==================== div_unit
Figure 1. Cell outlines without signal wires (div_unit).
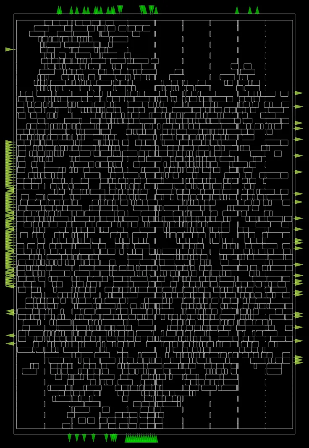

<file path="config.mk">
export PLATFORM = sky130hd
export DESIGN_NAME = div_unit
export DESIGN_NICKNAME = d
export VERILOG_FILES = /design/src/rtl/div_unit.sv
export SDC_FILE = /design/constraint.sdc
export NUM_CORES = 1
export LEC_CHECK = 0
export CORE_ASPECT_RATIO = 1.5
export CORE_UTILIZATION = 38
export CTS_BUF_LIST = sky130_fd_sc_hd__clkbuf_4 sky130_fd_sc_hd__clkbuf_8
export DETAILED_ROUTE_END_ITERATION = 8
export GPL_ROUTABILITY_DRIVEN = 0
export SYNTH_ARGS = -nofsm -noshare
export SYNTH_HDL_FRONTEND = slang
export SYNTH_SLANG_ARGS = --single-unit
export TNS_END_PERCENT = 100
</file>
<file path="constraint.sdc">
create_clock -name clk -period 3.25 [get_ports clk]
set_input_delay 0.325 -clock clk [delete_from_list [all_inputs] [get_ports clk]]
set_output_delay 0.325 -clock clk [all_outputs]
set_load 0.005 [all_outputs]
</file>
<file path="src/rtl/div_unit.sv">
// Multi-cycle radix-2 restoring divider for DIV/DIVU; result packed {remainder, quotient}.
// Optional early-out for |dividend| < |divisor| is enabled by defining DIV_EARLY_OUT_EN.
module div_unit #(
  parameter int DATA_W = 32,
  parameter int CNT_W  = 6
) (
  input  logic                  clk,
  input  logic                  rst,
  input  logic                  signed_div_i,
  input  logic [DATA_W-1:0]     opdata1_i,
  input  logic [DATA_W-1:0]     opdata2_i,
  input  logic                  start_i,
  input  logic                  annul_i,
  output logic [2*DATA_W-1:0]   result_o,
  output logic                  ready_o
);

  typedef enum logic [1:0] {
    S_FREE   = 2'd0,
    S_BYZERO = 2'd1,
    S_ON     = 2'd2,
    S_END    = 2'd3
  } state_t;

  state_t              r_state, w_state_next;
  logic [CNT_W-1:0]    r_cnt, w_cnt_next;
  logic [DATA_W-1:0]   r_rem, w_rem_next;
  logic [DATA_W-1:0]   r_dvd, w_dvd_next;
  logic [DATA_W-1:0]   r_dvs, w_dvs_next;
  logic                r_sign_q, w_sign_q_next;
  logic                r_sign_r, w_sign_r_next;
  logic [2*DATA_W-1:0] r_result, w_result_next;
  logic                r_ready, w_ready_next;
`ifdef DIV_EARLY_OUT_EN
  logic [DATA_W-1:0]   r_orig, w_orig_next;
`endif

  // Operand magnitudes; the most negative value maps to itself, which is correct unsigned.
  logic              w_neg1, w_neg2;
  logic [DATA_W-1:0] w_abs1, w_abs2;
  assign w_neg1 = signed_div_i & opdata1_i[DATA_W-1];
  assign w_neg2 = signed_div_i & opdata2_i[DATA_W-1];
  assign w_abs1 = w_neg1 ? (~opdata1_i + 1'b1) : opdata1_i;
  assign w_abs2 = w_neg2 ? (~opdata2_i + 1'b1) : opdata2_i;

  // Bit DATA_W of the trial difference is set exactly when the shifted remainder < divisor.
  logic [DATA_W:0]   w_shift, w_diff;
  logic              w_ge;
  assign w_shift = {r_rem, r_dvd[DATA_W-1]};
  assign w_diff  = w_shift - {1'b0, r_dvs};
  assign w_ge    = ~w_diff[DATA_W];

  logic [DATA_W-1:0] w_quo_fix, w_rem_fix;
  assign w_quo_fix = r_sign_q ? (~r_dvd + 1'b1) : r_dvd;
  assign w_rem_fix = r_sign_r ? (~r_rem + 1'b1) : r_rem;

  always_comb begin
    w_state_next  = r_state;
    w_cnt_next    = r_cnt;
    w_rem_next    = r_rem;
    w_dvd_next    = r_dvd;
    w_dvs_next    = r_dvs;
    w_sign_q_next = r_sign_q;
    w_sign_r_next = r_sign_r;
    w_result_next = r_result;
    w_ready_next  = r_ready;
`ifdef DIV_EARLY_OUT_EN
    w_orig_next   = r_orig;
`endif
    case (r_state)
      S_FREE: begin
        w_result_next = '0;
        w_ready_next  = 1'b0;
        w_cnt_next    = '0;
        w_rem_next    = '0;
        if (start_i && !annul_i) begin
          if (opdata2_i == '0) begin
            w_state_next = S_BYZERO;
          end else begin
            w_state_next  = S_ON;
            w_dvd_next    = w_abs1;
            w_dvs_next    = w_abs2;
            w_sign_q_next = w_neg1 ^ w_neg2;
            w_sign_r_next = w_neg1;
`ifdef DIV_EARLY_OUT_EN
            w_orig_next   = opdata1_i;
`endif
          end
        end
      end
      S_BYZERO: begin
        if (annul_i) begin
          w_state_next = S_FREE;
        end else begin
          w_state_next  = S_END;
          w_result_next = '0;
          w_ready_next  = 1'b1;
        end
      end
      S_ON: begin
        if (annul_i) begin
          w_state_next  = S_FREE;
          w_ready_next  = 1'b0;
          w_result_next = '0;
          w_cnt_next    = '0;
`ifdef DIV_EARLY_OUT_EN
        end else if (r_cnt == '0 && r_dvd < r_dvs) begin
          // Quotient is zero and the remainder is the dividend as given.
          w_state_next  = S_END;
          w_result_next = {r_orig, {DATA_W{1'b0}}};
          w_ready_next  = 1'b1;
`endif
        end else if (r_cnt == CNT_W'(DATA_W)) begin
          w_state_next  = S_END;
          w_result_next = {w_rem_fix, w_quo_fix};
          w_ready_next  = 1'b1;
        end else begin
          w_rem_next = w_ge ? w_diff[DATA_W-1:0] : w_shift[DATA_W-1:0];
          w_dvd_next = {r_dvd[DATA_W-2:0], w_ge};
          w_cnt_next = r_cnt + 1'b1;
        end
      end
      S_END: begin
        if (!start_i) begin
          w_state_next  = S_FREE;
          w_ready_next  = 1'b0;
          w_result_next = '0;
        end
      end
      default: w_state_next = S_FREE;
    endcase
  end

  always_ff @(posedge clk) begin
    if (rst) begin
      r_state  <= S_FREE;
      r_cnt    <= '0;
      r_rem    <= '0;
      r_dvd    <= '0;
      r_dvs    <= '0;
      r_sign_q <= 1'b0;
      r_sign_r <= 1'b0;
      r_result <= '0;
      r_ready  <= 1'b0;
`ifdef DIV_EARLY_OUT_EN
      r_orig   <= '0;
`endif
    end else begin
      r_state  <= w_state_next;
      r_cnt    <= w_cnt_next;
      r_rem    <= w_rem_next;
      r_dvd    <= w_dvd_next;
      r_dvs    <= w_dvs_next;
      r_sign_q <= w_sign_q_next;
      r_sign_r <= w_sign_r_next;
      r_result <= w_result_next;
      r_ready  <= w_ready_next;
`ifdef DIV_EARLY_OUT_EN
      r_orig   <= w_orig_next;
`endif
    end
  end

  assign result_o = r_result;
  assign ready_o  = r_ready;

endmodule

</file>
==================== board_boot_ctrl_flat
**src/rtl/board_boot_ctrl_pkg.sv**
```systemverilog
// Shared types and helpers for the board boot/reset sequencer.
package board_boot_pkg;

   localparam int IMAGE_W = 2;

   typedef enum logic [2:0] {
      LOCK_WAIT = 3'd0,
      POR       = 3'd1,
      RUN       = 3'd2,
      DETACH    = 3'd3,
      BOOT      = 3'd4
   } bb_state_t;

   // Width able to hold 0..max_val; never returns zero so unused counters stay legal.
   function automatic int bb_cnt_w(input int max_val);
      return (max_val < 1) ? 1 : $clog2(max_val + 1);
   endfunction

endpackage

```
**src/rtl/board_boot_ctrl_if.sv**
```systemverilog
// Core-side signals of the boot sequencer: boot requests in, resets/warmboot controls out.
interface board_boot_ctrl_if;
   import board_boot_pkg::*;

   logic               usb_activity;
   logic               boot_req;
   logic [IMAGE_W-1:0] boot_image;
   logic               core_reset;
   logic               usb_pu_en;
   logic [IMAGE_W-1:0] warmboot_s;
   logic               warmboot_boot;
   logic [2:0]         state;

   modport master (
      input  usb_activity, boot_req, boot_image,
      output core_reset, usb_pu_en, warmboot_s, warmboot_boot, state
   );

   modport slave (
      output usb_activity, boot_req, boot_image,
      input  core_reset, usb_pu_en, warmboot_s, warmboot_boot, state
   );

endinterface

```
**src/rtl/board_boot_ctrl_sync2.sv**
```systemverilog
// Two-flop synchronizer for a single asynchronous level, clears to 0 on reset.
module bb_sync2 (
   input  logic clk,
   input  logic rst,
   input  logic d,
   output logic q
);

   logic meta_q, meta_d;
   logic sync_q, sync_d;

   always_comb begin
      meta_d = d;
      sync_d = meta_q;
   end

   always_ff @(posedge clk or posedge rst) begin
      if (rst) begin
         meta_q <= 1'b0;
         sync_q <= 1'b0;
      end else begin
         meta_q <= meta_d;
         sync_q <= sync_d;
      end
   end

   assign q = sync_q;

endmodule

```
**src/rtl/board_boot_ctrl.sv**
```systemverilog
// Boot/reset sequencer: qualifies PLL lock, stretches core reset, gates the USB
// pull-up and drives a multiboot warmboot with a detach interval.
module board_boot_ctrl
   import board_boot_pkg::*;
#(
   parameter int NUM_IMAGES         = 4,
   parameter int DEFAULT_IMAGE      = 1,
   parameter int LOCK_STABLE_CYCLES = 1024,
   parameter int POR_CYCLES         = 4096,
   parameter int PU_DELAY_CYCLES    = 48000,
   parameter int DETACH_CYCLES      = 480000,
   parameter int TIMEOUT_CYCLES     = 0
) (
   input  logic               clk_48mhz,
   input  logic               reset,
   input  logic               pll_lock,
   board_boot_ctrl_if.master  core
);

   localparam int MAX_A   = (LOCK_STABLE_CYCLES > POR_CYCLES) ? LOCK_STABLE_CYCLES : POR_CYCLES;
   localparam int MAX_B   = (MAX_A > PU_DELAY_CYCLES) ? MAX_A : PU_DELAY_CYCLES;
   localparam int MAX_CNT = (MAX_B > DETACH_CYCLES) ? MAX_B : DETACH_CYCLES;
   localparam int CNT_W   = bb_cnt_w(MAX_CNT);

   localparam logic [IMAGE_W-1:0] DEF_IMG = IMAGE_W'(DEFAULT_IMAGE);

   bb_state_t          state_q, state_d;
   logic [CNT_W-1:0]   cnt_q, cnt_d;
   logic [IMAGE_W-1:0] warmboot_s_q, warmboot_s_d;
   logic               core_reset_q, core_reset_d;
   logic               usb_pu_en_q, usb_pu_en_d;
   logic               warmboot_boot_q, warmboot_boot_d;
   logic               lock_s;
   logic               tmo_expire;
   logic [IMAGE_W-1:0] req_image;

   // The shared counter reloads with (duration - 1) and fires when it reaches zero.
   function automatic logic [CNT_W-1:0] reload(input bb_state_t s);
      case (s)
         LOCK_WAIT: return CNT_W'(LOCK_STABLE_CYCLES - 1);
         POR:       return CNT_W'(POR_CYCLES - 1);
         RUN:       return CNT_W'(PU_DELAY_CYCLES - 1);
         DETACH:    return CNT_W'(DETACH_CYCLES - 1);
         default:   return '0;
      endcase
   endfunction

   bb_sync2 u_lock_sync (
      .clk (clk_48mhz),
      .rst (reset),
      .d   (pll_lock),
      .q   (lock_s)
   );

   assign req_image = (int'(core.boot_image) >= NUM_IMAGES) ? DEF_IMG : core.boot_image;

   generate
      if (TIMEOUT_CYCLES > 0) begin : g_tmo
         localparam int TMO_W = bb_cnt_w(TIMEOUT_CYCLES);
         localparam logic [TMO_W-1:0] TMO_LOAD = TMO_W'(TIMEOUT_CYCLES - 1);

         logic [TMO_W-1:0] tmo_q, tmo_d;
         logic             armed_q, armed_d;

         // Held loaded and armed outside RUN, so lock loss rearms it for the next RUN.
         always_comb begin
            tmo_d   = tmo_q;
            armed_d = armed_q;
            if (state_q != RUN) begin
               tmo_d   = TMO_LOAD;
               armed_d = 1'b1;
            end else if (core.usb_activity) begin
               tmo_d   = TMO_LOAD;
               armed_d = 1'b0;
            end else if (tmo_q != '0) begin
               tmo_d = tmo_q - 1'b1;
            end
         end

         always_ff @(posedge clk_48mhz or posedge reset) begin
            if (reset) begin
               tmo_q   <= TMO_LOAD;
               armed_q <= 1'b1;
            end else begin
               tmo_q   <= tmo_d;
               armed_q <= armed_d;
            end
         end

         assign tmo_expire = (state_q == RUN) && armed_q && (tmo_q == '0) && !core.usb_activity;
      end else begin : g_no_tmo
         assign tmo_expire = 1'b0;
      end
   endgenerate

   always_comb begin
      state_d      = state_q;
      cnt_d        = (cnt_q != '0) ? cnt_q - 1'b1 : cnt_q;
      warmboot_s_d = warmboot_s_q;

      case (state_q)
         LOCK_WAIT: begin
            if (!lock_s)              cnt_d   = reload(LOCK_WAIT);
            else if (cnt_q == '0)     state_d = POR;
         end
         POR: begin
            if (!lock_s)              state_d = LOCK_WAIT;
            else if (cnt_q == '0)     state_d = RUN;
         end
         RUN: begin
            if (!lock_s) begin
               state_d = LOCK_WAIT;
            end else if (core.boot_req) begin
               state_d      = DETACH;
               warmboot_s_d = req_image;
            end else if (tmo_expire) begin
               state_d      = DETACH;
               warmboot_s_d = DEF_IMG;
            end
         end
         DETACH: begin
            if (!lock_s)              state_d = LOCK_WAIT;
            else if (cnt_q == '0)     state_d = BOOT;
         end
         BOOT:    ;
         default: state_d = LOCK_WAIT;
      endcase

      if (state_d != state_q) cnt_d = reload(state_d);

      core_reset_d    = (state_d == LOCK_WAIT) || (state_d == POR);
      usb_pu_en_d     = (state_d == RUN) && (state_q == RUN) && (cnt_q == '0);
      warmboot_boot_d = (state_d == BOOT);
   end

   always_ff @(posedge clk_48mhz or posedge reset) begin
      if (reset) begin
         state_q         <= LOCK_WAIT;
         cnt_q           <= reload(LOCK_WAIT);
         warmboot_s_q    <= DEF_IMG;
         core_reset_q    <= 1'b1;
         usb_pu_en_q     <= 1'b0;
         warmboot_boot_q <= 1'b0;
      end else begin
         state_q         <= state_d;
         cnt_q           <= cnt_d;
         warmboot_s_q    <= warmboot_s_d;
         core_reset_q    <= core_reset_d;
         usb_pu_en_q     <= usb_pu_en_d;
         warmboot_boot_q <= warmboot_boot_d;
      end
   end

   assign core.core_reset    = core_reset_q;
   assign core.usb_pu_en     = usb_pu_en_q;
   assign core.warmboot_s    = warmboot_s_q;
   assign core.warmboot_boot = warmboot_boot_q;
   assign core.state         = state_q;

endmodule
```
**src/flat_wrapper.sv**
```systemverilog
// flat-port wrapper written by rule: the top's interface ports become plain ports
module board_boot_ctrl_flat import board_boot_pkg::*;
#(
   parameter int NUM_IMAGES         = 4,
   parameter int DEFAULT_IMAGE      = 1,
   parameter int LOCK_STABLE_CYCLES = 1024,
   parameter int POR_CYCLES         = 4096,
   parameter int PU_DELAY_CYCLES    = 48000,
   parameter int DETACH_CYCLES      = 480000,
   parameter int TIMEOUT_CYCLES     = 0
)
  (clk_48mhz, reset, pll_lock, core_usb_activity, core_boot_req, core_boot_image, core_core_reset, core_usb_pu_en, core_warmboot_s, core_warmboot_boot, core_state);
  board_boot_ctrl_if core_i ();
  input  logic clk_48mhz;
  input  logic reset;
  input  logic pll_lock;
  input wire logic [$bits(core_i.usb_activity)-1:0] core_usb_activity;
  input wire logic [$bits(core_i.boot_req)-1:0] core_boot_req;
  input wire logic [$bits(core_i.boot_image)-1:0] core_boot_image;
  output wire logic [$bits(core_i.core_reset)-1:0] core_core_reset;
  output wire logic [$bits(core_i.usb_pu_en)-1:0] core_usb_pu_en;
  output wire logic [$bits(core_i.warmboot_s)-1:0] core_warmboot_s;
  output wire logic [$bits(core_i.warmboot_boot)-1:0] core_warmboot_boot;
  output wire logic [$bits(core_i.state)-1:0] core_state;
  assign core_i.usb_activity = core_usb_activity;
  assign core_i.boot_req = core_boot_req;
  assign core_i.boot_image = core_boot_image;
  assign core_core_reset = core_i.core_reset;
  assign core_usb_pu_en = core_i.usb_pu_en;
  assign core_warmboot_s = core_i.warmboot_s;
  assign core_warmboot_boot = core_i.warmboot_boot;
  assign core_state = core_i.state;
  board_boot_ctrl #(.NUM_IMAGES(NUM_IMAGES), .DEFAULT_IMAGE(DEFAULT_IMAGE), .LOCK_STABLE_CYCLES(LOCK_STABLE_CYCLES), .POR_CYCLES(POR_CYCLES), .PU_DELAY_CYCLES(PU_DELAY_CYCLES), .DETACH_CYCLES(DETACH_CYCLES), .TIMEOUT_CYCLES(TIMEOUT_CYCLES)) u_core (.clk_48mhz(clk_48mhz), .reset(reset), .pll_lock(pll_lock), .core(core_i));
endmodule
```
**config.mk**
```make
export PLATFORM = sky130hd
export DESIGN_NAME = board_boot_ctrl_flat
export DESIGN_NICKNAME = d
export VERILOG_FILES = /design/src/rtl/board_boot_ctrl_pkg.sv /design/src/rtl/board_boot_ctrl_if.sv /design/src/rtl/board_boot_ctrl_sync2.sv /design/src/rtl/board_boot_ctrl.sv /design/src/flat_wrapper.sv
export SDC_FILE = /design/constraint.sdc
export NUM_CORES = 1
export LEC_CHECK = 0
export CAP_MARGIN = 10
export CORE_MARGIN = 5
export CORE_UTILIZATION = 55
export CTS_CLUSTER_SIZE = 25
export DETAILED_ROUTE_END_ITERATION = 8
export HOLD_SLACK_MARGIN = 0.02
export PLACE_DENSITY = 0.77
export SYNTH_ARGS = -nofsm -noshare
export SYNTH_HDL_FRONTEND = slang
export SYNTH_SLANG_ARGS = --single-unit
```
**constraint.sdc**
```tcl
create_clock -name clk_48mhz -period 3.45 [get_ports clk_48mhz]
set_input_delay 0.5175 -clock clk_48mhz [delete_from_list [all_inputs] [get_ports clk_48mhz]]
set_output_delay 0.5175 -clock clk_48mhz [all_outputs]
set_load 0.01 [all_outputs]
```
==================== mst_fifo_burst_ctrl
**src/rtl/mst_fifo_burst_ctrl.sv**
```systemverilog
// rtl/mst_fifo_burst_ctrl.sv - FT600/FT601 master bus controller with bounded bursts and write residue replay
module mst_fifo_burst_ctrl #(
  parameter int DW        = 16,
  parameter int BEW       = DW / 8,
  parameter int MAX_BURST = 256,
  parameter int ARB_MODE  = 2
) (
  input  logic           clk,
  input  logic           rst,
  input  logic           txe_n,
  input  logic           rxf_n,
  input  logic [DW-1:0]  idata,
  input  logic [BEW-1:0] ibe,
  output logic [DW-1:0]  odata,
  output logic [BEW-1:0] obe,
  output logic           dt_oe_n,
  output logic           be_oe_n,
  output logic           wr_n,
  output logic           rd_n,
  output logic           oe_n,
  output logic [DW-1:0]  rx_data,
  output logic [BEW-1:0] rx_be,
  output logic           rx_valid,
  input  logic           rx_ready,
  input  logic [DW-1:0]  tx_data,
  input  logic [BEW-1:0] tx_be,
  input  logic           tx_valid,
  output logic           tx_ready,
  output logic           busy
);

  typedef enum logic [2:0] {
    S_IDLE,
    S_RD_OE,
    S_RD,
    S_WR,
    S_TURN
  } state_t;

  localparam logic [15:0] MAX_B = 16'(MAX_BURST);

  state_t      state;
  logic        hold_vld;   // odata/obe carry a beat not yet taken by the chip
  logic [15:0] beat_cnt;
  logic        rr_last;    // 1 = the last granted burst was a write

  logic        rd_req;
  logic        wr_req;
  logic        pick_rd;
  logic        cnt_below;
  logic        wr_accept;
  logic        rd_capture;
  logic        tx_take;
  logic        hold_next;
  logic [15:0] cnt_next;
  logic        cnt_full_next;
  logic        rd_go;
  logic        wr_go;

  assign rd_req     = !rxf_n && rx_ready;
  assign wr_req     = !txe_n && (tx_valid || hold_vld);
  assign cnt_below  = (beat_cnt < MAX_B);
  // The chip takes the presented beat only when it still has room at the edge.
  assign wr_accept  = (state == S_WR) && !wr_n && !txe_n;
  assign rd_capture = (state == S_RD) && !rd_n && !rxf_n;
  // The hold register may be refilled in the same cycle the chip drains it.
  assign tx_ready   = (state == S_WR) && (!hold_vld || wr_accept) && cnt_below;
  assign tx_take    = tx_valid && tx_ready;
  assign hold_next  = tx_take || (hold_vld && !wr_accept);
  assign cnt_next   = ((wr_accept || rd_capture) && cnt_below) ? beat_cnt + 16'd1 : beat_cnt;
  assign cnt_full_next = (cnt_next >= MAX_B);
  // A burst continues only while the next strobe could still move a beat.
  assign rd_go      = !rxf_n && rx_ready && !cnt_full_next;
  assign wr_go      = hold_next && !txe_n && !cnt_full_next;
  assign busy       = (state != S_IDLE);

  // Arbitrate between pending read and write when both are requested in IDLE.
  always_comb begin
    pick_rd = 1'b0;
    if (rd_req && !wr_req) begin
      pick_rd = 1'b1;
    end else if (rd_req && wr_req) begin
      if (ARB_MODE == 0) begin
        pick_rd = 1'b1;
      end else if (ARB_MODE == 1) begin
        pick_rd = 1'b0;
      end else begin
        pick_rd = rr_last;
      end
    end
  end

  // Bus FSM with registered strobes, output enables, hold register and rx capture.
  always_ff @(posedge clk) begin
    if (rst) begin
      state    <= S_IDLE;
      wr_n     <= 1'b1;
      rd_n     <= 1'b1;
      oe_n     <= 1'b1;
      dt_oe_n  <= 1'b1;
      be_oe_n  <= 1'b1;
      odata    <= '1;
      obe      <= '1;
      rx_valid <= 1'b0;
      rx_data  <= '0;
      rx_be    <= '0;
      hold_vld <= 1'b0;
      beat_cnt <= 16'd0;
      rr_last  <= 1'b1;
    end else begin
      rx_valid <= rd_capture;
      if (rd_capture) begin
        rx_data <= idata;
        rx_be   <= ibe;
      end
      case (state)
        S_IDLE: begin
          beat_cnt <= 16'd0;
          if (pick_rd) begin
            state   <= S_RD_OE;
            oe_n    <= 1'b0;
            rr_last <= 1'b0;
          end else if (wr_req) begin
            state   <= S_WR;
            dt_oe_n <= 1'b0;
            be_oe_n <= 1'b0;
            rr_last <= 1'b1;
          end
        end
        S_RD_OE: begin
          state <= S_RD;
          rd_n  <= !rd_go;
        end
        S_RD: begin
          beat_cnt <= cnt_next;
          if (rd_go) begin
            rd_n <= 1'b0;
          end else begin
            rd_n  <= 1'b1;
            oe_n  <= 1'b1;
            state <= S_TURN;
          end
        end
        S_WR: begin
          beat_cnt <= cnt_next;
          hold_vld <= hold_next;
          if (tx_take) begin
            odata <= tx_data;
            obe   <= tx_be;
          end else if (wr_accept) begin
            odata <= '1;
            obe   <= '1;
          end
          if (wr_go) begin
            wr_n <= 1'b0;
          end else begin
            wr_n    <= 1'b1;
            dt_oe_n <= 1'b1;
            be_oe_n <= 1'b1;
            state   <= S_TURN;
          end
        end
        S_TURN: begin
          wr_n     <= 1'b1;
          rd_n     <= 1'b1;
          oe_n     <= 1'b1;
          dt_oe_n  <= 1'b1;
          be_oe_n  <= 1'b1;
          beat_cnt <= 16'd0;
          state    <= S_IDLE;
        end
        default: begin
          state <= S_IDLE;
        end
      endcase
    end
  end

endmodule

```
**config.mk**
```make
export PLATFORM = sky130hd
export DESIGN_NAME = mst_fifo_burst_ctrl
export DESIGN_NICKNAME = d
export VERILOG_FILES = /design/src/rtl/mst_fifo_burst_ctrl.sv
export SDC_FILE = /design/constraint.sdc
export NUM_CORES = 1
export LEC_CHECK = 0
export ABC_AREA = 0
export CELL_PAD_IN_SITES_DETAIL_PLACEMENT = 1
export CELL_PAD_IN_SITES_GLOBAL_PLACEMENT = 2
export CORE_ASPECT_RATIO = 1.5
export CORE_UTILIZATION = 27
export CTS_CLUSTER_SIZE = 40
export DETAILED_ROUTE_END_ITERATION = 8
export GPL_ROUTABILITY_DRIVEN = 0
export HOLD_SLACK_MARGIN = 0.12
export PLACE_DENSITY = 0.82
export SYNTH_ARGS = -nofsm -noshare
export SYNTH_HDL_FRONTEND = slang
export SYNTH_SLANG_ARGS = --single-unit
```
**constraint.sdc**
```tcl
create_clock -name clk -period 4.7 [get_ports clk]
set_clock_uncertainty 0.2 [all_clocks]
set_input_delay 1.175 -clock clk [delete_from_list [all_inputs] [get_ports clk]]
set_output_delay 1.175 -clock clk [all_outputs]
set_load 0.02 [all_outputs]
```
==================== frame_commit_ctrl
### config.mk
export PLATFORM = sky130hd
export DESIGN_NAME = frame_commit_ctrl
export DESIGN_NICKNAME = d
export VERILOG_FILES = /design/src/rtl/frame_commit_pkg.sv /design/src/rtl/vsync_edge_sync.sv /design/src/rtl/frame_commit_ctrl.sv
export SDC_FILE = /design/constraint.sdc
export NUM_CORES = 1
export LEC_CHECK = 0
export ABC_AREA = 1
export CAP_MARGIN = 0
export CORE_MARGIN = 4
export CORE_UTILIZATION = 35
export CTS_CLUSTER_DIAMETER = 100
export DETAILED_ROUTE_END_ITERATION = 8
export REMOVE_ABC_BUFFERS = 1
export SYNTH_ARGS = -nofsm -noshare
export SYNTH_HDL_FRONTEND = slang
export SYNTH_SLANG_ARGS = --single-unit
### constraint.sdc
create_clock -name clock -period 12.25 [get_ports clock]
set_input_delay 1.8375 -clock clock [delete_from_list [all_inputs] [get_ports clock]]
set_output_delay 1.8375 -clock clock [all_outputs]
set_load 0.02 [all_outputs]
### src/rtl/frame_commit_pkg.sv
// rtl/frame_commit_pkg.sv - shared state encoding and game-object word map for the frame commit controller
package frame_commit_pkg;

    typedef enum logic [1:0] {
        IDLE  = 2'd0,
        ARMED = 2'd1,
        COPY  = 2'd2,
        DONE  = 2'd3
    } state_t;

    localparam int IDX_W = 3;

    localparam logic [IDX_W-1:0] IDX_BALL      = 3'd0;
    localparam logic [IDX_W-1:0] IDX_LPADDLE   = 3'd1;
    localparam logic [IDX_W-1:0] IDX_RPADDLE   = 3'd2;
    localparam logic [IDX_W-1:0] IDX_NOTES1    = 3'd3;
    localparam logic [IDX_W-1:0] IDX_NOTES2    = 3'd4;
    localparam logic [IDX_W-1:0] IDX_NOTES3    = 3'd5;
    localparam logic [IDX_W-1:0] IDX_NOTES4    = 3'd6;
    localparam logic [IDX_W-1:0] IDX_GAME_INFO = 3'd7;

endpackage

### src/rtl/vsync_edge_sync.sv
// rtl/vsync_edge_sync.sv - synchroniser for the asynchronous VGA vsync plus registered falling-edge flag
module vsync_edge_sync #(
    parameter int SYNC_STAGES = 2
) (
    input  logic clock,
    input  logic reset,
    input  logic vsync_async,
    output logic edge_flag
);

    logic [SYNC_STAGES-1:0] sync_q, sync_d;
    logic                   prev_q, prev_d;
    logic                   edge_q, edge_d;

    always_comb begin
        sync_d = (sync_q << 1) | SYNC_STAGES'(vsync_async);
        prev_d = sync_q[SYNC_STAGES-1];
        edge_d = prev_q & ~sync_q[SYNC_STAGES-1];
    end

    // vsync idles high, so the chain resets high to avoid a false edge on release
    always_ff @(posedge clock or posedge reset) begin
        if (reset) begin
            sync_q <= '1;
            prev_q <= 1'b1;
            edge_q <= 1'b0;
        end else begin
            sync_q <= sync_d;
            prev_q <= prev_d;
            edge_q <= edge_d;
        end
    end

    assign edge_flag = edge_q;

endmodule

### src/rtl/frame_commit_ctrl.sv
// rtl/frame_commit_ctrl.sv - double-buffer commit of game-object words into the display set on vsync
// FRAME_COMMIT_DIRTY_EN: copy only words written since their last copy.
module frame_commit_ctrl
    import frame_commit_pkg::*;
#(
    parameter int NUM_WORDS   = 8,
    parameter int WORD_W      = 32,
    parameter int SYNC_STAGES = 2
) (
    input  logic              clock,
    input  logic              reset,
    input  logic              vsync_async,
    input  logic              wr_en,
    input  logic [2:0]        wr_idx,
    input  logic [WORD_W-1:0] wr_data,
    input  logic              commit_req,
    output logic              busy,
    output logic              frame_tick,
    output logic              disp_we,
    output logic [2:0]        disp_idx,
    output logic [WORD_W-1:0] disp_data,
    output logic [15:0]       frame_count,
    output logic [7:0]        dropped_frames,
    output logic [7:0]        wr_drop_cnt,
    output logic              overrun
);

    localparam logic [IDX_W-1:0] LAST_IDX = IDX_W'(NUM_WORDS - 1);

    logic vs_edge;

    vsync_edge_sync #(.SYNC_STAGES(SYNC_STAGES)) u_vsync (
        .clock       (clock),
        .reset       (reset),
        .vsync_async (vsync_async),
        .edge_flag   (vs_edge)
    );

    state_t            state_q, state_d;
    logic [IDX_W-1:0]  ptr_q, ptr_d;
    logic [WORD_W-1:0] working_q [NUM_WORDS];
    logic [WORD_W-1:0] working_d [NUM_WORDS];
    logic              disp_we_q, disp_we_d;
    logic [IDX_W-1:0]  disp_idx_q, disp_idx_d;
    logic [WORD_W-1:0] disp_data_q, disp_data_d;
    logic [15:0]       frame_count_q, frame_count_d;
    logic [7:0]        dropped_q, dropped_d;
    logic [7:0]        wr_drop_q, wr_drop_d;
    logic              overrun_q, overrun_d;
`ifdef FRAME_COMMIT_DIRTY_EN
    logic [NUM_WORDS-1:0] dirty_q, dirty_d;
`endif

    always_comb begin
        state_d       = state_q;
        ptr_d         = ptr_q;
        working_d     = working_q;
        disp_we_d     = 1'b0;
        disp_idx_d    = disp_idx_q;
        disp_data_d   = disp_data_q;
        frame_count_d = frame_count_q;
        dropped_d     = dropped_q;
        wr_drop_d     = wr_drop_q;
        overrun_d     = overrun_q;
`ifdef FRAME_COMMIT_DIRTY_EN
        dirty_d       = dirty_q;
`endif

        case (state_q)
            IDLE:  if (commit_req) state_d = ARMED;
            ARMED: if (vs_edge) begin
                state_d = COPY;
                ptr_d   = '0;
            end
            COPY:  if (ptr_q == LAST_IDX) state_d = DONE;
                   else ptr_d = ptr_q + 1'b1;
            DONE:  state_d = commit_req ? ARMED : IDLE;
            default: state_d = IDLE;
        endcase

        if (wr_en) begin
            if (state_q == COPY) begin
                if (wr_drop_q != 8'hFF) wr_drop_d = wr_drop_q + 8'd1;
            end else if (int'(wr_idx) < NUM_WORDS) begin
                working_d[wr_idx] = wr_data;
`ifdef FRAME_COMMIT_DIRTY_EN
                dirty_d[wr_idx] = 1'b1;
`endif
            end
        end

`ifdef FRAME_COMMIT_DIRTY_EN
        if (state_q == COPY) dirty_d[ptr_q] = 1'b0;
`endif

        if (vs_edge) begin
            frame_count_d = frame_count_q + 16'd1;
            if (state_q == IDLE && dropped_q != 8'hFF) dropped_d = dropped_q + 8'd1;
            if (state_q == COPY) overrun_d = 1'b1;
        end

        // display strobe is registered so it lines up with the cycles spent in COPY
        if (state_d == COPY) begin
`ifdef FRAME_COMMIT_DIRTY_EN
            disp_we_d = dirty_d[ptr_d];
`else
            disp_we_d = 1'b1;
`endif
            if (disp_we_d) begin
                disp_idx_d  = ptr_d;
                disp_data_d = working_d[ptr_d];
            end
        end
    end

    always_ff @(posedge clock or posedge reset) begin
        if (reset) begin
            state_q       <= IDLE;
            ptr_q         <= '0;
            for (int i = 0; i < NUM_WORDS; i++) working_q[i] <= '0;
            disp_we_q     <= 1'b0;
            disp_idx_q    <= '0;
            disp_data_q   <= '0;
            frame_count_q <= '0;
            dropped_q     <= '0;
            wr_drop_q     <= '0;
            overrun_q     <= 1'b0;
`ifdef FRAME_COMMIT_DIRTY_EN
            dirty_q       <= '0;
`endif
        end else begin
            state_q       <= state_d;
            ptr_q         <= ptr_d;
            working_q     <= working_d;
            disp_we_q     <= disp_we_d;
            disp_idx_q    <= disp_idx_d;
            disp_data_q   <= disp_data_d;
            frame_count_q <= frame_count_d;
            dropped_q     <= dropped_d;
            wr_drop_q     <= wr_drop_d;
            overrun_q     <= overrun_d;
`ifdef FRAME_COMMIT_DIRTY_EN
            dirty_q       <= dirty_d;
`endif
        end
    end

    assign busy           = (state_q == ARMED) || (state_q == COPY);
    assign frame_tick     = vs_edge;
    assign disp_we        = disp_we_q;
    assign disp_idx       = disp_idx_q;
    assign disp_data      = disp_data_q;
    assign frame_count    = frame_count_q;
    assign dropped_frames = dropped_q;
    assign wr_drop_cnt    = wr_drop_q;
    assign overrun        = overrun_q;

endmodule

Figure 2. Met3 routing (mst_fifo_burst_ctrl).
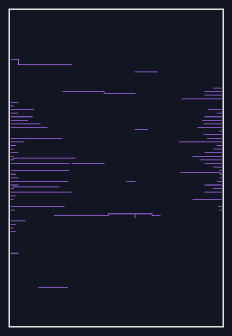
The longest straight run is 23.5 um. 66 nets have wire on it. The layer carries 571 um of wire. The wires run mostly horizontal.
DR vias: 2412
final wirelength: 6980 um
met3 GRT Util: 0.06312

Figure 3. Signal metal coverage by tile (mst_fifo_burst_ctrl).
16 x 24 tiles, from black (low) to pale yellow (high), scaled to the fullest tile. Values are wire area over tile area, all layers added.
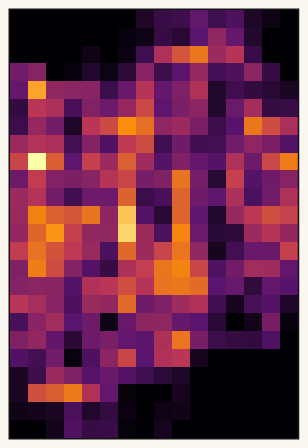
The mean over all tiles is 0.12. 16% of the tiles are over half the peak. The emptiest ninth of the die: lower right.

==> run_results.csv, mst_fifo_burst_ctrl <==
group,metric,value,unit
status,outcome,"complete, no violations",
clock_network,insertion_delay,0.32,ns
synth,ff_type,"dfxtp_1",
power,power_density,391.9,mW/mm2
final_timing,setup-tns-final,0,ns
setup_path,crit_buf_inv,2,
power,total_power,0.001473,W
routing,top_layer_used,"met4",
synth,yosys.area.top_type,"dfxtp_1",
global_routing,grt_usage,0.1565,
synth,top_cell_area_share,0.4982,
clock_network,cts.hold.buffers_added,0,
routing,drcViolationCount,0,
final_timing,period_minus_slack,4.411,ns
setup_path,cp_max_fo,5,
-- mst_fifo_burst_ctrl: power groups by stage --
stage	Sequential, W	Clock (W)	Combinational, W
2_1_floorplan	0.000574	0	0.0000988
3_3_place_gp	0.000574	0	0.000179
3_5_place_dp	0.000574	0	0.000180
4_1_cts	0.000563	0.000750	0.000182
5_1_grt	0.000567	0.000773	0.000197
6_report	0.000563	0.000731	0.000179
-- mst_fifo_burst_ctrl: routing by layer --
| layer | vias to the layer above | track usage |
|---|---|---|
| met4 | 0 | 0.06027 |
| li1 | 1203 | - |
| met3 | 8 | 0.06312 |
| met1 | 1128 | 0.1717 |
| met2 | 73 | 0.2643 |
| met5 | - | 0 |
-- mst_fifo_burst_ctrl: worst max path at each step --
stage,to,from,slack (ns)
floorplan,tx_ready,txe_n,1.07
global placement,tx_ready,txe_n,0.37
detailed placement,tx_ready,txe_n,0.32
CTS,tx_ready,txe_n,0.27
global route,tx_ready,txe_n,0.19
finish,tx_ready,txe_n,0.29
-- mst_fifo_burst_ctrl: state kept, by name (all words and copies together) (netlist names), 2 cells and up --
signal / count
rx_data: 16
rx_be: 2
state: 3
obe: 2
beat_cnt: 16
odata: 16
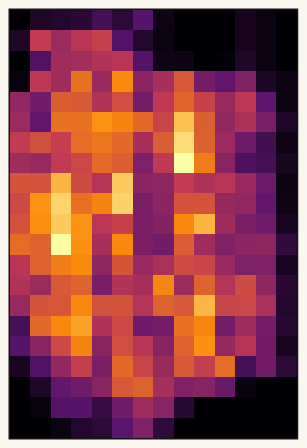
Figure 4: div_unit, signal metal coverage by tile.
14 x 21 tiles, from black (low) to pale yellow (high), scaled to the fullest tile. Values are wire area over tile area, all layers added.
The mean over all tiles is 0.17. The densest ninth of the die: middle left. The emptiest ninth of the die: upper right. 10% of the tiles are nearly empty. The fullest tile reaches 0.43. 35% of the tiles are over half the peak.

Figure 5. Met3 routing (div_unit).
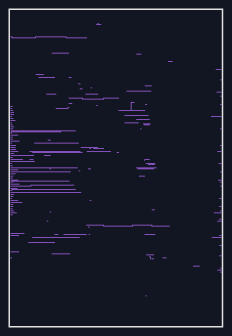
The wires run mostly horizontal. The layer carries 1140 um of wire. 125 nets have wire on it. The layer holds 3.6% of the routed length.

About Figure 1:
Layout fillers: 2805
core area: 0.02815 mm2
flop count: 171

==> run_results.csv, div_unit <==
group,metric,value,unit
status,outcome,"complete, no violations",
synth,synth-simple-area-share,0.1977,
power,leakage,5.251,nW
job,warning_count,30,
setup_path,start_kind,"flop",
final_layout,area_growth,26.44,%
synth,top_cell,"nor2_1",
power,irDropWorstVdd,0.3220,mV
routing,top_layer_used,"met4",
final_timing,period_minus_slack,3.067,ns
min_path,min_path_cells,2,
clock_network,cts_htree_levels,4,
power,p_comb,0.00408,W
final_layout,n_clock_buffer,19,
global_routing,grt_usage,0.2163,
setup_path,crit_top_cell,"buf_4",
final_timing,fmax,326.1,MHz
power,p_sw_frac,0.4097,
power,pwr-share-comb,0.493,
final_timing,setup-tns-final,0,ns
global_routing,grt_pass1_wl,51040,um
routing,wl_met1,12910,um
synth,synth-adder-area-share,0.04983,
synth,yosys.area.top_type,"dfxtp_1",
final_timing,slew_viol_final,0,
final_layout,logic_area,0.007028,mm2
global_routing,overflow,0,
clock_network,numClockSinks,171,
setup_path,r2r-end,"r_rem[30]$_SDFFE_PP0P_",
final_layout,fin_util,0.4916,
-- div_unit: worst max-delay path by stage --
stage                            from                     end  slack (ns)  depth (start not counted)
2_1_floorplan  r_dvd[31]$_SDFFE_PP0P_  r_rem[31]$_SDFFE_PP0P_        0.26                         13
3_3_place_gp            opdata2_i[23]   r_dvd[1]$_SDFFE_PP0P_       -0.11                         11
3_5_place_dp            opdata2_i[23]  r_dvd[31]$_SDFFE_PP0P_       -0.13                         10
4_1_cts        r_dvd[31]$_SDFFE_PP0P_  r_rem[11]$_SDFFE_PP0P_        0.03                         14
5_1_grt        r_dvd[31]$_SDFFE_PP0P_  r_rem[16]$_SDFFE_PP0P_        0.02                         14
6_report       r_dvd[31]$_SDFFE_PP0P_  r_rem[30]$_SDFFE_PP0P_        0.18                         14
-- div_unit: state kept, by name, indices dropped and copies added, names as in the netlist --
| register | count |
|---|---|
| r_sign_r | 1 |
| r_sign_q | 1 |
| result_o | 64 |
| r_state | 2 |
| r_cnt | 6 |
| r_dvs | 32 |
| ready_o | 1 |
| r_rem | 32 |
| r_dvd | 32 |
Figure 6. Met3 routing (frame_commit_ctrl).
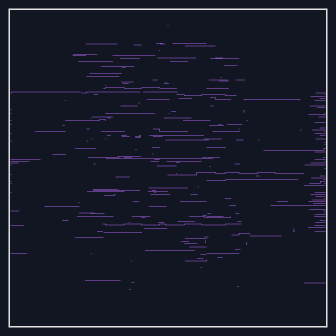
132 nets have wire on it. The longest straight run is 78.7 um. The wires run mostly horizontal. The layer carries 2780 um of wire. The layer holds 5.4% of the routed length.
final wirelength: 51300 um
DR vias: 15530

==> run_results.csv, frame_commit_ctrl <==
group,metric,value,unit
clock_network,cts_htree_levels,2,
final_timing,period_minus_slack,4.888,ns
routing,dr.pass1.iters,5,
final_timing,max_slew_margin,0.2178,
final_layout,drive_gt1_frac,0.04286,
final_layout,area_growth,16.37,%
synth,yosys_cells,2544,
setup_path,critical_path.endpoint,"disp_data[3]$_DFFE_PP0N_",
synth,yosys.area.top_type,"dfrtp_1",
placed_design,hpwl,28190,um
final_layout,lay_top_cells,"nand2_1, inv_1, dfrtp_1",
final_layout,lay_top_count,"nand2_1",
synth,yosysWarnings,0,
synth,synth-simple-area-share,0.3410,
clock_network,cts.hold.buffers_added,0,
synth,synth-adder-area-share,0.006364,
final_timing,holdWs,0.3625,ns
clock_network,root_buffer,"clkbuf_16",
floorplan,boundaryPins,111,
synth,top_cell_area_share,0.4681,
final_timing,setup-tns-final,0,ns
final_layout,nFillCells,5216,
floorplan,core,0.05007,mm2
synth,syn_inst,2544,
floorplan,die_h,232.8,um
status,outcome,"complete, no violations",
floorplan,die_x,232.8,um
[frame_commit_ctrl: power by group]
part	internal, W	leakage [nW]	switching [W]
registers	0.00143	3.72	0.000132
logic	0.000538	7.06	0.00101
clock network	0.000727	0.643	0.000472
total	0.00270	11.4	0.00162
[frame_commit_ctrl: Yosys cell counts (all sizes together)]
cell,instances
xor2,15
xnor2,12
o21a,1
nand3,281
nor3,6
o21bai,33
buf,74
nand4,70
o21ai,8
a21oi,1
nand2,1068
ha,9
nand3b,1
dfrtp,331
dfstp,3
nor4,1
clkbuf,56
nor2,24
inv,550
[frame_commit_ctrl: stage by stage]
stage	setup slack, ns	utilization	total power (W)	std cells
floorplan	1.164	-	0.002598	2414
global placement	6.859	0.3853	0.003092	3221
detailed placement	6.816	0.3853	0.003128	3221
CTS	7.396	0.4112	0.004347	3285
global route	7.185	0.4112	0.004627	3285
finish	7.362	0.4112	0.004311	3286
[frame_commit_ctrl: layer usage]
| metal | up-vias | wire length (um) | track usage |
|---|---|---|---|
| met5 | - | 0 | 0 |
| met4 | 0 | 1149 | 0.05155 |
| met3 | 91 | 2777 | 0.03501 |
| met2 | 389 | 23990 | 0.3186 |
| met1 | 7423 | 23380 | 0.2485 |
| li1 | 7623 | - | - |
Figure 7. Wires at chosen ports, followed through buffers (board_boot_ctrl_flat).
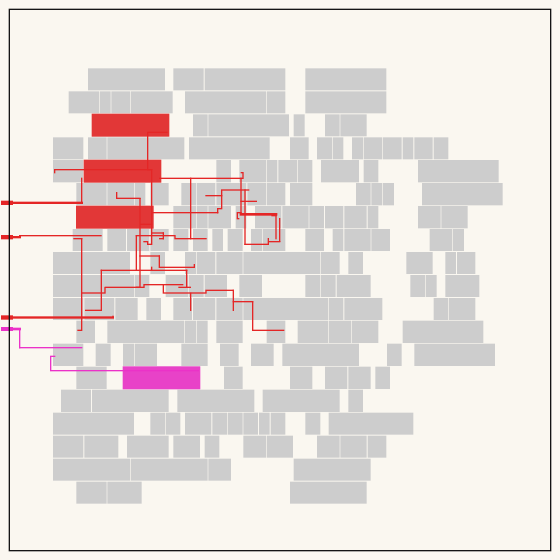
Red shows core_state, bits 3, direction output, edge left, end cells 3, buffers 3, wire 234 um. Magenta shows core_usb_pu_en, bits 1, direction output, edge left, end cells 1, buffers 1, wire 29.9 um.

==> run_results.csv, board_boot_ctrl_flat <==
group,metric,value,unit
setup_path,critical_path.endpoint,"u_core.core.warmboot_boot$_DFF_PP0_",
status,outcome,"complete, no violations",
floorplan,die_x,63.98,um
floorplan,dieArea,0.004093,mm2
setup_path,crit_family,"simple AND/OR/NAND/NOR gates",
floorplan,core,0.002781,mm2
final_layout,layout.nets,185,
setup_path,r2r-end,"u_core.core.warmboot_boot$_DFF_PP0_",
global_routing,grt_pass1_wl,6244,um
setup_path,rrSetupSlack,0.93,ns
final_layout,drive_gt1_frac,0.2079,
synth,syn-cell-area,0.001603,mm2
routing,drt_first_iter_violations,63,
placed_design,dp_cells,201,
final_timing,setup-tns-final,0,ns
## board_boot_ctrl_flat: per-layer routing
metal | track usage | part of all wire | wire, um
met5 | 0 | 0 | 0
met1 | 0.2396 | 0.44 | 1555
met2 | 0.2965 | 0.47 | 1644
met4 | 0.1091 | 0.031 | 108
met3 | 0.05954 | 0.058 | 203
## board_boot_ctrl_flat: layout make-up
| cell class | count | area, um2 |
|---|---|---|
| tap | 31 | 38.79 |
| clock inverter | 1 | 5.005 |
| timing repair buffer | 16 | 152.6 |
| inverter | 6 | 22.52 |
| clock buffer | 7 | 65.06 |
| fill | 222 | 952.2 |
| sequential | 29 | 740.7 |
| multi-input combinational | 119 | 804.5 |
## board_boot_ctrl_flat: registers in the layout (all words and copies together), names as in the netlist
signal	cells
u_core.u_lock_sync.meta_q	1
u_core.u_lock_sync.q	1
u_core.core.warmboot_boot	1
u_core.core.core_reset	1
u_core.core.warmboot_s	2
u_core.core.usb_pu_en	1
u_core.core.state	3
u_core.cnt_q	19


==> gallery <==
Register map, names as in the netlist.
Other sequential cells in the stronger grey, the rest of the logic in the fainter grey.
shot_01.png
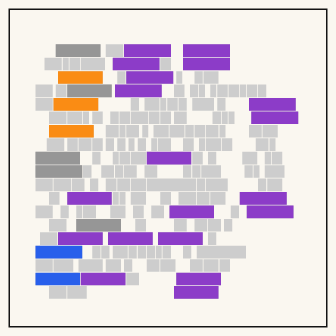
shot_02.png
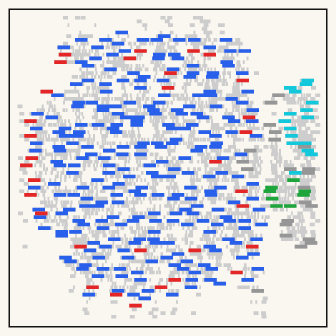
shot_03.png
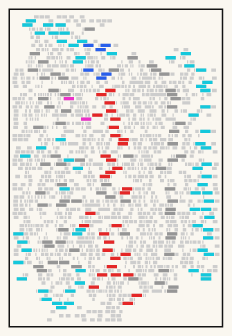
shot_04.png
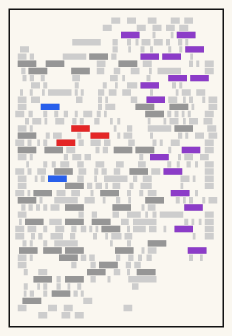
- most cells: shot_02.png
- fewest cells: shot_01.png
shot_03.png -> div_unit
shot_02.png -> frame_commit_ctrl
shot_04.png -> mst_fifo_burst_ctrl
shot_01.png -> board_boot_ctrl_flat

Key to shot_01.png:
Purple shows u_core.cnt_q, placed flops 19. Blue shows u_core.core.warmboot_s, placed flops 2. Orange shows u_core.core.state, placed flops 3.
Another 5 sequential cells are not coloured.


==> gallery <==
Wires at chosen ports, followed through buffers.
picture 1
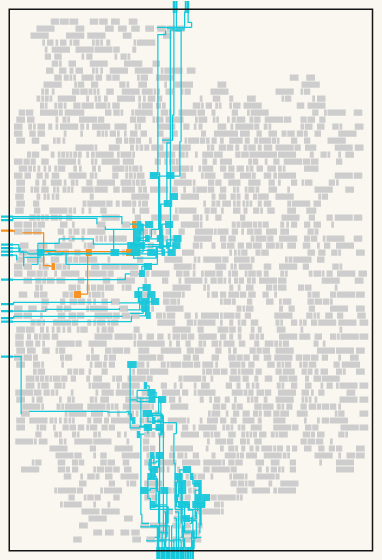
picture 2
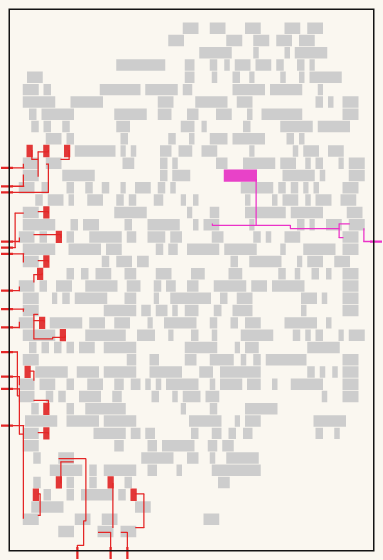
picture 3
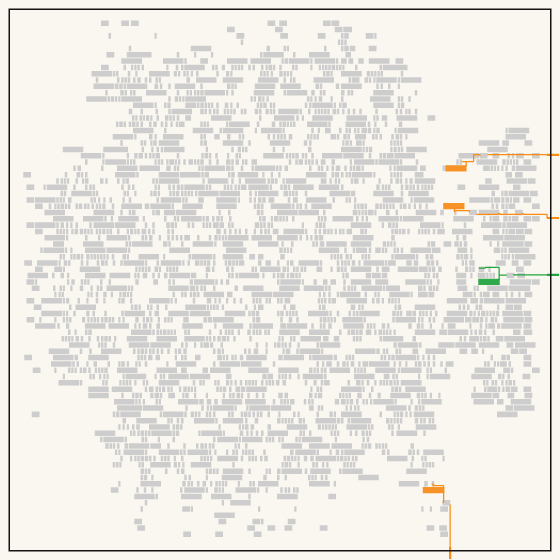
The one with the most cells is picture 3.
picture 3: frame_commit_ctrl
picture 1: div_unit
picture 2: mst_fifo_burst_ctrl

Power figures rest on the tool's default switching activity, not on a simulated workload.
